# arbiter_rr_ctrl_flat

===== src/rtl/arbiter_rr_ctrl_if.sv =====
// Request/grant bundle between requesters (master) and the round-robin
// controller (slave).
interface arbiter_rr_ctrl_if #(
    parameter int REQ_WIDTH = 8,
    parameter int ID_WIDTH  = $clog2(REQ_WIDTH)
);
    logic [REQ_WIDTH-1:0] req;
    logic [REQ_WIDTH-1:0] done;
    logic [REQ_WIDTH-1:0] gnt;
    logic [ID_WIDTH-1:0]  gnt_id;
    logic                 gnt_valid;
    logic                 preempt;

    modport master (
        output req, done,
        input  gnt, gnt_id, gnt_valid, preempt
    );

    modport slave (
        input  req, done,
        output gnt, gnt_id, gnt_valid, preempt
    );
endinterface


===== src/rtl/arbiter_rr_ctrl.sv =====
// Round-robin tenure arbiter: holds a one-hot grant until done, abandon or
// MAX_HOLD timeout, then rotates priority past the released owner.
module arbiter_rr_ctrl #(
    parameter int REQ_WIDTH = 8,
    parameter int ID_WIDTH  = $clog2(REQ_WIDTH),
    parameter int MAX_HOLD  = 16
) (
    input  logic               clk,
    input  logic               rst_n,
    arbiter_rr_ctrl_if.slave   bus
);
    localparam int CNT_W = (MAX_HOLD > 1) ? $clog2(MAX_HOLD) + 1 : 1;

    typedef enum logic {IDLE, BUSY} state_t;

    state_t               state_reg, state_next;
    logic [REQ_WIDTH-1:0] gnt_reg, gnt_next;
    logic [REQ_WIDTH-1:0] base_reg, base_next;
    logic [ID_WIDTH-1:0]  gnt_id_reg, gnt_id_next;
    logic                 gnt_valid_reg, gnt_valid_next;
    logic                 preempt_reg, preempt_next;
    logic [CNT_W-1:0]     hold_cnt_reg, hold_cnt_next;

    logic                 owner_done;
    logic                 owner_gone;
    logic                 timeout;
    logic [REQ_WIDTH-1:0] base_rot;
    logic [ID_WIDTH-1:0]  id_term [REQ_WIDTH];

    // First set bit of r at or above the one-hot base b, wrapping MSB->LSB.
    function automatic logic [REQ_WIDTH-1:0] pick(input logic [REQ_WIDTH-1:0] r,
                                                  input logic [REQ_WIDTH-1:0] b);
        logic [2*REQ_WIDTH-1:0] r2;
        logic [2*REQ_WIDTH-1:0] g2;
        r2 = {r, r};
        g2 = r2 & ~(r2 - {{REQ_WIDTH{1'b0}}, b});
        return g2[2*REQ_WIDTH-1:REQ_WIDTH] | g2[REQ_WIDTH-1:0];
    endfunction

    assign owner_done = |(bus.done & gnt_reg);
    assign owner_gone = ~|(bus.req & gnt_reg);
    assign timeout    = (MAX_HOLD != 0) && (hold_cnt_reg == CNT_W'(MAX_HOLD - 1));
    assign base_rot   = {gnt_reg[REQ_WIDTH-2:0], gnt_reg[REQ_WIDTH-1]};

    always_comb begin
        state_next    = state_reg;
        gnt_next      = gnt_reg;
        base_next     = base_reg;
        hold_cnt_next = hold_cnt_reg;
        preempt_next  = 1'b0;
        case (state_reg)
            IDLE: begin
                if (|bus.req) begin
                    gnt_next      = pick(bus.req, base_reg);
                    hold_cnt_next = '0;
                    state_next    = BUSY;
                end
            end
            BUSY: begin
                if (owner_done || owner_gone || timeout) begin
                    base_next     = base_rot;
                    gnt_next      = pick(bus.req, base_rot);
                    hold_cnt_next = '0;
                    preempt_next  = timeout && !owner_done && !owner_gone;
                    if (gnt_next == '0) begin
                        state_next = IDLE;
                    end
                end else if (hold_cnt_reg != '1) begin
                    hold_cnt_next = hold_cnt_reg + CNT_W'(1);
                end
            end
            default: state_next = IDLE;
        endcase
    end

    // One-hot to binary: OR of per-bit index terms.
    generate
        for (genvar gi = 0; gi < REQ_WIDTH; gi++) begin : g_id_term
            assign id_term[gi] = gnt_next[gi] ? ID_WIDTH'(gi) : '0;
        end
    endgenerate

    always_comb begin
        gnt_id_next = '0;
        for (int i = 0; i < REQ_WIDTH; i++) begin
            gnt_id_next = gnt_id_next | id_term[i];
        end
        gnt_valid_next = |gnt_next;
    end

    always_ff @(posedge clk) begin
        if (!rst_n) begin
            state_reg     <= IDLE;
            gnt_reg       <= '0;
            base_reg      <= {{(REQ_WIDTH-1){1'b0}}, 1'b1};
            gnt_id_reg    <= '0;
            gnt_valid_reg <= 1'b0;
            preempt_reg   <= 1'b0;
            hold_cnt_reg  <= '0;
        end else begin
            state_reg     <= state_next;
            gnt_reg       <= gnt_next;
            base_reg      <= base_next;
            gnt_id_reg    <= gnt_id_next;
            gnt_valid_reg <= gnt_valid_next;
            preempt_reg   <= preempt_next;
            hold_cnt_reg  <= hold_cnt_next;
        end
    end

    assign bus.gnt       = gnt_reg;
    assign bus.gnt_id    = gnt_id_reg;
    assign bus.gnt_valid = gnt_valid_reg;
    assign bus.preempt   = preempt_reg;
endmodule

===== src/flat_wrapper.sv =====
// flat-port wrapper written by rule: the top's interface ports become plain ports
module arbiter_rr_ctrl_flat 
#(
    parameter int REQ_WIDTH = 8,
    parameter int ID_WIDTH  = $clog2(REQ_WIDTH),
    parameter int MAX_HOLD  = 16
)
  (clk, rst_n, bus_req, bus_done, bus_gnt, bus_gnt_id, bus_gnt_valid, bus_preempt);
  arbiter_rr_ctrl_if #(.REQ_WIDTH(REQ_WIDTH), .ID_WIDTH(ID_WIDTH)) bus_i ();
  input  logic clk;
  input  logic rst_n;
  input wire logic [$bits(bus_i.req)-1:0] bus_req;
  input wire logic [$bits(bus_i.done)-1:0] bus_done;
  output wire logic [$bits(bus_i.gnt)-1:0] bus_gnt;
  output wire logic [$bits(bus_i.gnt_id)-1:0] bus_gnt_id;
  output wire logic [$bits(bus_i.gnt_valid)-1:0] bus_gnt_valid;
  output wire logic [$bits(bus_i.preempt)-1:0] bus_preempt;
  assign bus_i.req = bus_req;
  assign bus_i.done = bus_done;
  assign bus_gnt = bus_i.gnt;
  assign bus_gnt_id = bus_i.gnt_id;
  assign bus_gnt_valid = bus_i.gnt_valid;
  assign bus_preempt = bus_i.preempt;
  arbiter_rr_ctrl #(.REQ_WIDTH(REQ_WIDTH), .ID_WIDTH(ID_WIDTH), .MAX_HOLD(MAX_HOLD)) u_core (.clk(clk), .rst_n(rst_n), .bus(bus_i));
endmodule

===== config.mk =====
export PLATFORM = sky130hd
export DESIGN_NAME = arbiter_rr_ctrl_flat
export DESIGN_NICKNAME = d
export VERILOG_FILES = /design/src/rtl/arbiter_rr_ctrl_if.sv /design/src/rtl/arbiter_rr_ctrl.sv /design/src/flat_wrapper.sv
export SDC_FILE = /design/constraint.sdc
export NUM_CORES = 1
export LEC_CHECK = 0
export CAP_MARGIN = 5
export CORE_MARGIN = 3
export CORE_UTILIZATION = 30
export CTS_CLUSTER_DIAMETER = 100
export DETAILED_ROUTE_END_ITERATION = 10
export MAX_ROUTING_LAYER = met4
export PLACE_DENSITY_LB_ADDON = 0.15
export SLEW_MARGIN = 40
export SYNTH_ARGS = -nofsm -noshare
export SYNTH_HDL_FRONTEND = slang
export SYNTH_SLANG_ARGS = --single-unit

===== constraint.sdc =====
create_clock -name clk -period 6 [get_ports clk]
set_input_delay 1.2 -clock clk [delete_from_list [all_inputs] [get_ports clk]]
set_output_delay 1.2 -clock clk [all_outputs]
set_load 0.02 [all_outputs]

arbiter_rr_ctrl_flat/m2.png
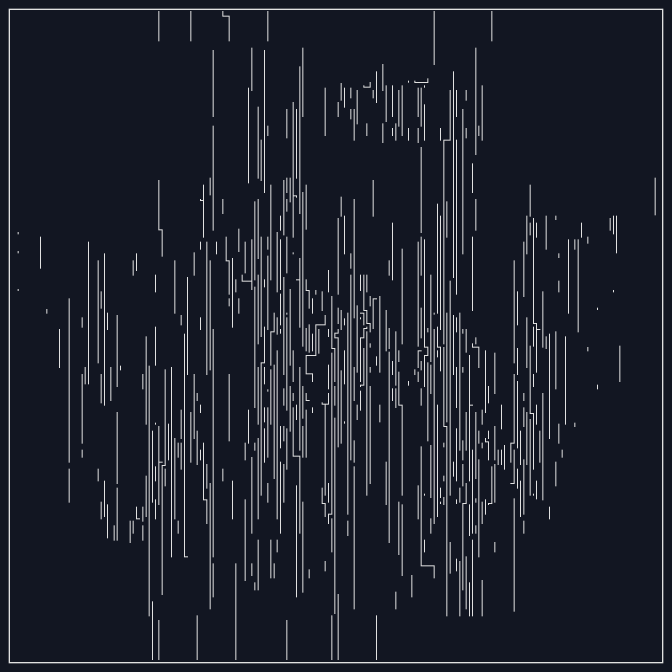
wire length on this layer = 3,040 um
main direction = vertical
nets with wire on the layer = 273
share of all routed wire = 44%
longest straight run = 35.9 um
met2 Track Usage GR: 25.3%
total number of vias: 2,139
Routed WL: 6950 um

arbiter_rr_ctrl_flat/util_map.png
The die is cut into 9 by 9 equal tiles; white is low, dark blue is high, 0 to 100% covered.
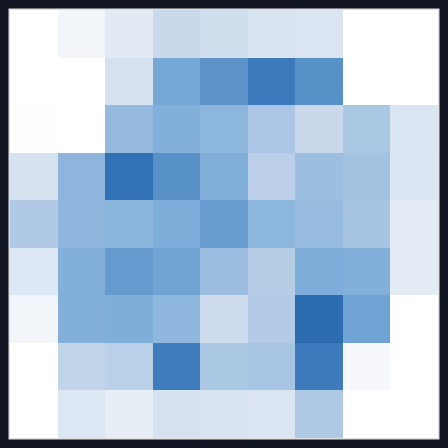
tiles over 75% full = 1.2%
fullest tile = 76%
mean over tiles = 29%
emptiest ninth of the die = top left
densest ninth of the die = middle
nearly empty tiles = 19%

==> impl_metrics.py <==
# Generated from Yosys and OpenROAD reports
metrics = {
    "layout": {
        "final_common_cell": "clkdlybuf4s50_1",
        "fill_cells": 790,
        "seq_share_pct": 20.0,
        "buffers": 30,
        "logic_gate_count": 212,
    },
    "synth": {
        "synth_area_um2": 2310,
        "ys_types": 71,
    },
    "worst_setup_path": {
        "worstPathArrival_ns": 4.26,
        "end_kind": "flop",
    },
    "power": {
        "p_comb_share_pct": 51.3,
    },
    "timing": {
        "period_used_pct": 68.1,
    },
    "clocking": {
        "postCtsSetupBuffers": 0,
    },
    "outcome": {
        "status": "completed",
    },
    "hold_path": {
        "min_to": "u_core.base_reg[5]",
    },
    "drt": {
        "vias_per_cell": 5.37,
    },
}
[cells by family (layout without fill, tap and decap cells)]
group	count (synthesis)	count (layout)	share of synthesized area [%]
buffers and inverters	35	60	7.86
muxes	7	7	3.04
AOI/OAI and AO/OA	82	82	28.7
DFF	27	27	23.4
adders and majority gates	19	19	11.0
xor gates and xnor gates	8	8	3.04
and+or+nand+nor	96	96	23.0
[worst min-delay path: cells and delay by family (launching register included)]
kind / cells / cell delay (ns)
AND/OR/NAND/NOR: 1 / 0.07
multiplexers: 1 / 0.06
flip-flops: 1 / 0.33

# imem_boot_loader

**src/rtl/imem_boot_loader.sv**
```systemverilog
// imem_boot_loader: loads a count-prefixed byte stream into instruction memory, holding the core in reset until done.
// Optional checksum byte enabled by defining BOOT_CHECKSUM_EN.
module imem_boot_loader #(
  parameter logic [31:0] ADDR_BASE = 32'h0000_0000,
  parameter int          MAX_WORDS = 256
) (
  input  logic        clk,
  input  logic        reset,
  input  logic        rx_valid,
  input  logic [7:0]  rx_data,
  output logic        rx_ready,
  output logic        imem_we,
  output logic [31:0] imem_addr,
  output logic [31:0] imem_wdata,
  output logic        core_reset,
  output logic        done,
  output logic        err
);
`ifdef BOOT_CHECKSUM_EN
  typedef enum logic [2:0] {HDR_HI, HDR_LO, WORD, CSUM, DONE, ERROR} state_t;
  localparam state_t FIN = CSUM;
  logic [7:0] csum;
`else
  typedef enum logic [2:0] {HDR_HI, HDR_LO, WORD, DONE, ERROR} state_t;
  localparam state_t FIN = DONE;
`endif
  state_t state, state_nx;
  logic [7:0]  n_hi;
  logic [15:0] n_words, k, n_full;
  logic [1:0]  bcnt;
  logic [23:0] sh;
  logic        xfer;
  assign xfer   = rx_valid && rx_ready;
  assign n_full = {n_hi, rx_data};
  always_comb begin
    state_nx = state;
    if (xfer)
      case (state)
        HDR_HI: state_nx = HDR_LO;
        HDR_LO: state_nx = (int'(n_full) > MAX_WORDS) ? ERROR : (n_full == 16'd0) ? FIN : WORD;
        WORD:   state_nx = (bcnt == 2'd3 && k == n_words - 16'd1) ? FIN : WORD;
`ifdef BOOT_CHECKSUM_EN
        CSUM:   state_nx = (rx_data == csum) ? DONE : ERROR;
`endif
        default: state_nx = state;
      endcase
  end
  always_ff @(posedge clk) begin
    if (reset) begin
      state      <= HDR_HI;
      rx_ready   <= 1'b0;
      imem_we    <= 1'b0;
      imem_addr  <= ADDR_BASE;
      imem_wdata <= 32'd0;
      core_reset <= 1'b1;
      done       <= 1'b0;
      err        <= 1'b0;
      n_hi       <= 8'd0;
      n_words    <= 16'd0;
      k          <= 16'd0;
      bcnt       <= 2'd0;
      sh         <= 24'd0;
`ifdef BOOT_CHECKSUM_EN
      csum       <= 8'd0;
`endif
    end else begin
      state      <= state_nx;
      rx_ready   <= (state_nx != DONE) && (state_nx != ERROR);
      core_reset <= state_nx != DONE;
      done       <= state_nx == DONE;
      err        <= state_nx == ERROR;
      imem_we    <= 1'b0;
      if (xfer) begin
`ifdef BOOT_CHECKSUM_EN
        csum <= csum ^ rx_data;
`endif
        if (state == HDR_HI) n_hi <= rx_data;
        if (state == HDR_LO) n_words <= n_full;
        if (state == WORD) begin
          bcnt <= bcnt + 2'd1;
          sh   <= {sh[15:0], rx_data};
          if (bcnt == 2'd3) begin
            imem_we    <= 1'b1;
            imem_wdata <= {sh, rx_data};
            imem_addr  <= ADDR_BASE + {14'd0, k, 2'b00};
            k          <= k + 16'd1;
          end
        end
      end
    end
  end
endmodule

```
**config.mk**
```make
export PLATFORM = sky130hd
export DESIGN_NAME = imem_boot_loader
export DESIGN_NICKNAME = d
export VERILOG_FILES = /design/src/rtl/imem_boot_loader.sv
export SDC_FILE = /design/constraint.sdc
export NUM_CORES = 1
export LEC_CHECK = 0
export CAP_MARGIN = 20
export CORE_MARGIN = 2
export CORE_UTILIZATION = 40
export DETAILED_ROUTE_END_ITERATION = 16
export SYNTH_ARGS = -nofsm -noshare
export SYNTH_HDL_FRONTEND = slang
export SYNTH_SLANG_ARGS = --single-unit
```
**constraint.sdc**
```tcl
create_clock -name clk -period 6.24 [get_ports clk]
set_input_delay 0.936 -clock clk [delete_from_list [all_inputs] [get_ports clk]]
set_output_delay 0.936 -clock clk [all_outputs]
set_load 0.02 [all_outputs]
```
imem_boot_loader/congestion_map.png
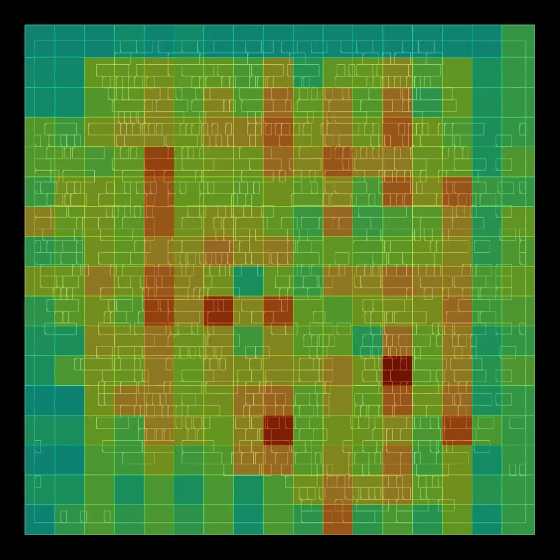
met2 Track Usage GR: 25.5%
GR Layer Usage met1: 23.8%
post-layout util: 51.3%

==> impl_metrics.py <==
# Generated from Yosys and OpenROAD reports
metrics = {
    "synth": {
        "ys_area_um2": 5190,
        "top_logic_kind": "simple AND/OR/NAND/NOR gates",
        "ys_types": 55,
        "synth-xor-area-share_pct": 5.83,
    },
    "drt": {
        "top_layer": "met4",
        "initialDrtViolationCount": 255,
        "wl_per_cell_um": 13.1,
        "vias_per_cell": 4.95,
    },
    "power": {
        "p_comb_share_pct": 5.6,
        "seqPwrFrac_pct": 41.6,
    },
    "floorplanning": {
        "initial_utilization_pct": 41.0,
    },
    "timing": {
        "slew_headroom_pct": 33.7,
        "period_used_pct": 43.9,
        "tightest_slew_ns": 0.991,
    },
    "worst_setup_path": {
        "critical_path_buf_inv_count": 1,
        "crit_chain": "clkdlybuf4s50_1 -> nand2_1 -> nor2_1 -> nand2_1 -> nor2_1 -> nand2_1 -> a21oi_1",
    },
    "outcome": {
        "status": "completed",
    },
    "layout": {
        "seq_share_pct": 37.5,
    },
}
sequential cells by signal (all words and copies together), names as in the netlist:
signal	flops
bcnt	2
core_reset	1
done	1
err	1
imem_addr	16
imem_wdata	32
imem_we	1
k	16
n_hi	8
n_words	16
rx_ready	1
sh	24
state	3
final timing paths:
check	endpoint	startpoint	depth (start not counted)	slack, ns
worst max-delay path	n_words[2]	rx_valid	7	3.50
worst min register to register	imem_addr[7]	imem_addr[7]	2	0.45
worst min-delay path	imem_addr[7]	imem_addr[7]	2	0.45
worst max register to register	state[0]	n_words[0]	8	3.62

# graydecoder_rdctl_6

graydecoder_rdctl_6/util_map.png
The die is cut into 11 by 11 equal tiles; white is low, dark blue is high, 0 to 100% covered.
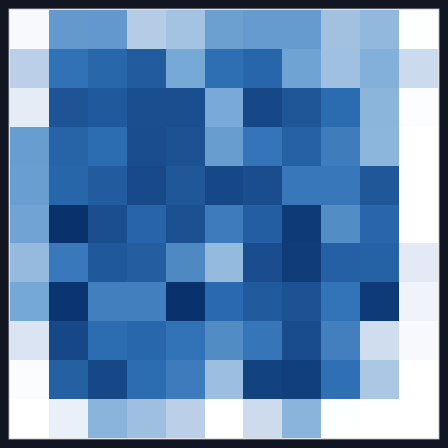
graydecoder_rdctl_6/gates.png
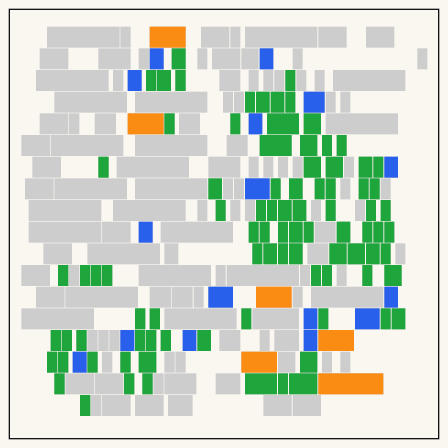
## config.mk

```make
export PLATFORM = sky130hd
export DESIGN_NAME = graydecoder_rdctl_6
export DESIGN_NICKNAME = d
export VERILOG_FILES = /design/src/rtl/pcs_gray6_pkg.sv /design/src/rtl/pcs_sync_ff.sv /design/src/rtl/graydecoder_rdctl_6.sv
export SDC_FILE = /design/constraint.sdc
export NUM_CORES = 1
export LEC_CHECK = 0
export ABC_AREA = 1
export ABC_CLOCK_PERIOD_IN_PS = 3100
export CAP_MARGIN = 20
export CORE_UTILIZATION = 52
export DETAILED_ROUTE_END_ITERATION = 10
export HOLD_SLACK_MARGIN = 0.02
export PLACE_DENSITY = 0.79
export SLEW_MARGIN = 0
export SYNTH_ARGS = -nofsm -noshare
export SYNTH_HDL_FRONTEND = slang
export SYNTH_SLANG_ARGS = --single-unit
```

## constraint.sdc

```tcl
create_clock -name clk -period 3.1 [get_ports clk]
set_clock_uncertainty 0.2 [all_clocks]
set_input_delay 0.62 -clock clk [delete_from_list [all_inputs] [get_ports clk]]
set_output_delay 0.62 -clock clk [all_outputs]
set_load 0.005 [all_outputs]
```

## src/rtl/pcs_gray6_pkg.sv

```systemverilog
// Shared definitions for the 6-entry PCS gearbox FIFO pointers.
// Both the write-side encoder and the read-side controller use this package.
//   G0..G5       : 6-state Gray code set. A code's index is its position in the set.
//   DEPTH        : number of FIFO entries.
//   gray6_to_bin : 4-bit code -> {valid, index[2:0]}. valid=0 for codes outside the set.
//   bin_to_gray6 : index 0..5 -> 4-bit code. Out-of-range indices return G0.
//   rd_state_t   : read-controller FSM states.
package pcs_gray6_pkg;

    localparam int DEPTH = 6;

    localparam logic [3:0] G0 = 4'b0000;
    localparam logic [3:0] G1 = 4'b0001;
    localparam logic [3:0] G2 = 4'b0011;
    localparam logic [3:0] G3 = 4'b0010;
    localparam logic [3:0] G4 = 4'b0110;
    localparam logic [3:0] G5 = 4'b0100;

    typedef enum logic [1:0] {
        INIT  = 2'd0,
        RUN   = 2'd1,
        FAULT = 2'd2
    } rd_state_t;

    function automatic logic [3:0] gray6_to_bin(input logic [3:0] g);
        logic [3:0] r;
        case (g)
            G0:      r = 4'b1_000;
            G1:      r = 4'b1_001;
            G2:      r = 4'b1_010;
            G3:      r = 4'b1_011;
            G4:      r = 4'b1_100;
            G5:      r = 4'b1_101;
            default: r = 4'b0_000;
        endcase
        return r;
    endfunction

    function automatic logic [3:0] bin_to_gray6(input logic [2:0] b);
        logic [3:0] r;
        case (b)
            3'd0:    r = G0;
            3'd1:    r = G1;
            3'd2:    r = G2;
            3'd3:    r = G3;
            3'd4:    r = G4;
            3'd5:    r = G5;
            default: r = G0;
        endcase
        return r;
    endfunction

endpackage

```

## src/rtl/pcs_sync_ff.sv

```systemverilog
// Plain multi-flop synchroniser for a bus that is already Gray coded
// (at most one bit changes per step, so per-bit synchronisation is safe).
//   clk   : destination clock
//   reset : asynchronous, active-high; all stages clear to 0 (= G0)
//   d     : asynchronous input bus
//   q     : output of the last stage
module pcs_sync_ff #(
    parameter int WIDTH  = 4,
    parameter int STAGES = 2
) (
    input  logic             clk,
    input  logic             reset,
    input  logic [WIDTH-1:0] d,
    output logic [WIDTH-1:0] q
);

    logic [STAGES-1:0][WIDTH-1:0] sr;

    always_ff @(posedge clk or posedge reset) begin
        if (reset) begin
            sr <= '0;
        end else begin
            sr <= {sr[STAGES-2:0], d};
        end
    end

    assign q = sr[STAGES-1];

endmodule

```

## src/rtl/graydecoder_rdctl_6.sv

```systemverilog
// Read-side pointer controller of the 6-entry PCS gearbox FIFO.
// Synchronises and decodes the write pointer Gray code, checks each step,
// keeps the mod-6 read pointer and derives empty/level.
//   clk         : read-domain clock
//   reset       : asynchronous, active-high
//   wr_ptr_gray : write pointer (6-state Gray), asynchronous to clk
//   rd_en       : pop request for the head entry
//   clr_err     : one-cycle pulse, leaves FAULT and clears gray_err
//   rd_ptr      : binary read address 0..5
//   rd_ptr_gray : registered Gray form of rd_ptr for the write domain
//   rd_fire     : pop accepted this cycle
//   empty       : no readable entry (forced in INIT/FAULT)
//   level       : entries available, 0..5
//   gray_err    : sticky, illegal code or illegal step seen
//   underflow   : pop request refused this cycle
//   state_dbg   : current FSM state (rd_state_t encoding)
// Handshake: a pop happens on the rising edge where rd_en=1 and rd_fire=1;
// rd_fire never depends on anything but registered state and rd_en.
module graydecoder_rdctl_6
    import pcs_gray6_pkg::*;
#(
    parameter int SYNC_STAGES = 2
) (
    input  logic       clk,
    input  logic       reset,
    input  logic [3:0] wr_ptr_gray,
    input  logic       rd_en,
    input  logic       clr_err,
    output logic [2:0] rd_ptr,
    output logic [3:0] rd_ptr_gray,
    output logic       rd_fire,
    output logic       empty,
    output logic [2:0] level,
    output logic       gray_err,
    output logic       underflow,
    output logic [1:0] state_dbg
);

    localparam int CNT_W = $clog2(SYNC_STAGES + 1) + 1;

    rd_state_t        state;
    logic [CNT_W-1:0] init_cnt;
    logic [2:0]       wr_bin;
    logic [3:0]       sync_gray;
    logic [3:0]       dec;
    logic             dec_valid;
    logic [2:0]       dec_bin;
    logic [2:0]       wr_bin_inc;
    logic             step_ok;
    logic [2:0]       rd_ptr_nxt;

    pcs_sync_ff #(
        .WIDTH  (4),
        .STAGES (SYNC_STAGES)
    ) u_sync (
        .clk   (clk),
        .reset (reset),
        .d     (wr_ptr_gray),
        .q     (sync_gray)
    );

    assign dec       = gray6_to_bin(sync_gray);
    assign dec_valid = dec[3];
    assign dec_bin   = dec[2:0];

    // The write pointer may only stay put or advance by one (mod 6) per read clock.
    assign wr_bin_inc = (wr_bin == 3'd5) ? 3'd0 : 3'(wr_bin + 3'd1);
    assign step_ok    = dec_valid && ((dec_bin == wr_bin) || (dec_bin == wr_bin_inc));

    // 3-bit subtraction wraps mod 8; adding 6 when negative folds it into mod 6.
    always_comb begin
        level = 3'd0;
        if (wr_bin >= rd_ptr) begin
            level = 3'(wr_bin - rd_ptr);
        end else begin
            level = 3'(wr_bin - rd_ptr + 3'd6);
        end
    end

    assign empty      = (state != RUN) || (level == 3'd0);
    assign rd_fire    = rd_en && !empty;
    assign underflow  = rd_en && empty;
    assign rd_ptr_nxt = (rd_ptr == 3'd5) ? 3'd0 : 3'(rd_ptr + 3'd1);
    assign state_dbg  = state;

    always_ff @(posedge clk or posedge reset) begin
        if (reset) begin
            state       <= INIT;
            init_cnt    <= '0;
            wr_bin      <= 3'd0;
            rd_ptr      <= 3'd0;
            rd_ptr_gray <= G0;
            gray_err    <= 1'b0;
        end else begin
            if (rd_fire) begin
                rd_ptr      <= rd_ptr_nxt;
                rd_ptr_gray <= bin_to_gray6(rd_ptr_nxt);
            end
            case (state)
                INIT: begin
                    if (step_ok) wr_bin <= dec_bin;
                    else         gray_err <= 1'b1;
                    if (init_cnt == CNT_W'(SYNC_STAGES)) begin
                        // An error caught while settling skips RUN entirely.
                        state <= (gray_err || !step_ok) ? FAULT : RUN;
                    end else begin
                        init_cnt <= init_cnt + CNT_W'(1);
                    end
                end
                RUN: begin
                    if (step_ok) begin
                        wr_bin <= dec_bin;
                    end else begin
                        gray_err <= 1'b1;
                        state    <= FAULT;
                    end
                end
                FAULT: begin
                    if (clr_err) begin
                        state    <= INIT;
                        init_cnt <= '0;
                        gray_err <= 1'b0;
                        // Re-seed from whatever the write side currently shows, if decodable.
                        if (dec_valid) wr_bin <= dec_bin;
                    end
                end
                default: state <= INIT;
            endcase
        end
    end

endmodule
```

==> impl_metrics.py <==
# Generated from Yosys and OpenROAD reports
metrics = {
    "outcome": {
        "status": "completed",
    },
    "floorplanning": {
        "die_y_um": 53.7,
        "die_x_um": 53.7,
        "std_cell_rows": 18,
    },
    "timing": {
        "tightest_slew_ns": 0.835,
        "finalHoldWorstSlack_ns": 0.165,
    },
    "drt": {
        "drtPass1Iterations": 4,
    },
    "power": {
        "p_sw_share_pct": 42.9,
        "ir_drop_mv": 0.647,
    },
    "synth": {
        "synth-simple-area-share_pct": 34.4,
        "synthTopCellsByCount": "nand2_1, inv_1, dfrtp_1",
        "ys_warn_count": 0,
        "ys_area_um2": 1390,
    },
    "worst_setup_path": {
        "crit_fanout": 3,
        "startpoint_type": "flop",
    },
    "global_route": {
        "grt.total_usage_pct": 22.9,
        "busiest_layer": "met2",
        "grt_pass1_wl_um": 4800,
    },
    "placement": {
        "placedCellCount": 244,
    },
    "layout": {
        "clock_buffers": 3,
    },
}
About graydecoder_rdctl_6/util_map.png:
nearly empty tiles = 9.9%
tiles over 75% full = 41%
fullest tile = 100%
mean over tiles = 59%

About graydecoder_rdctl_6/gates.png:
green -> nand cells  # cells 88
orange -> fa/ha/maj cells  # cells 6
blue -> aoi and oai cells  # cells 16

[power groups by stage]
stage / combinational (W) / clock, W / sequential (W)
after floorplan: 0.000448 / 0 / 0.000428
after global placement: 0.000673 / 0 / 0.000425
after detailed placement: 0.000707 / 0 / 0.000430
after CTS: 0.000704 / 0.000146 / 0.000424
after global routing: 0.000844 / 0.000158 / 0.000434
final: 0.000751 / 0.000143 / 0.000425
[critical path, stage by stage (launching register included)]
cell	delay (ns)
dfrtp_1	0.39
inv_2	0.06
ha_1	0.18
inv_2	0.07
fa_2	0.45
inv_1	0.09
nand2_2	0.08
nand2_1	0.08
clkdlybuf4s50_1	0.49


## Gallery

Signal wires by layer.
picture 1
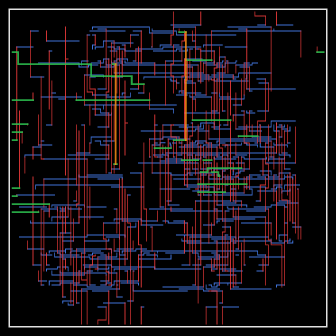
picture 2
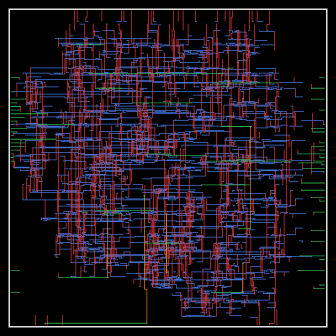
picture 3
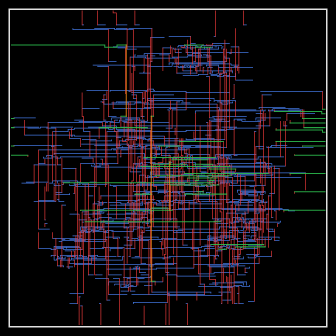
picture 3: arbiter_rr_ctrl_flat
picture 2: imem_boot_loader
picture 1: graydecoder_rdctl_6
- most wire: picture 2
- least wire: picture 1

Key to picture 3:
orange -> M4  # wire length 84.3 um
red -> M2  # wire length 3,040 um
green -> M3  # wire length 521 um
blue -> M1  # wire length 3,300 um

No activity file was given, so power comes from the tool's default toggle rates.
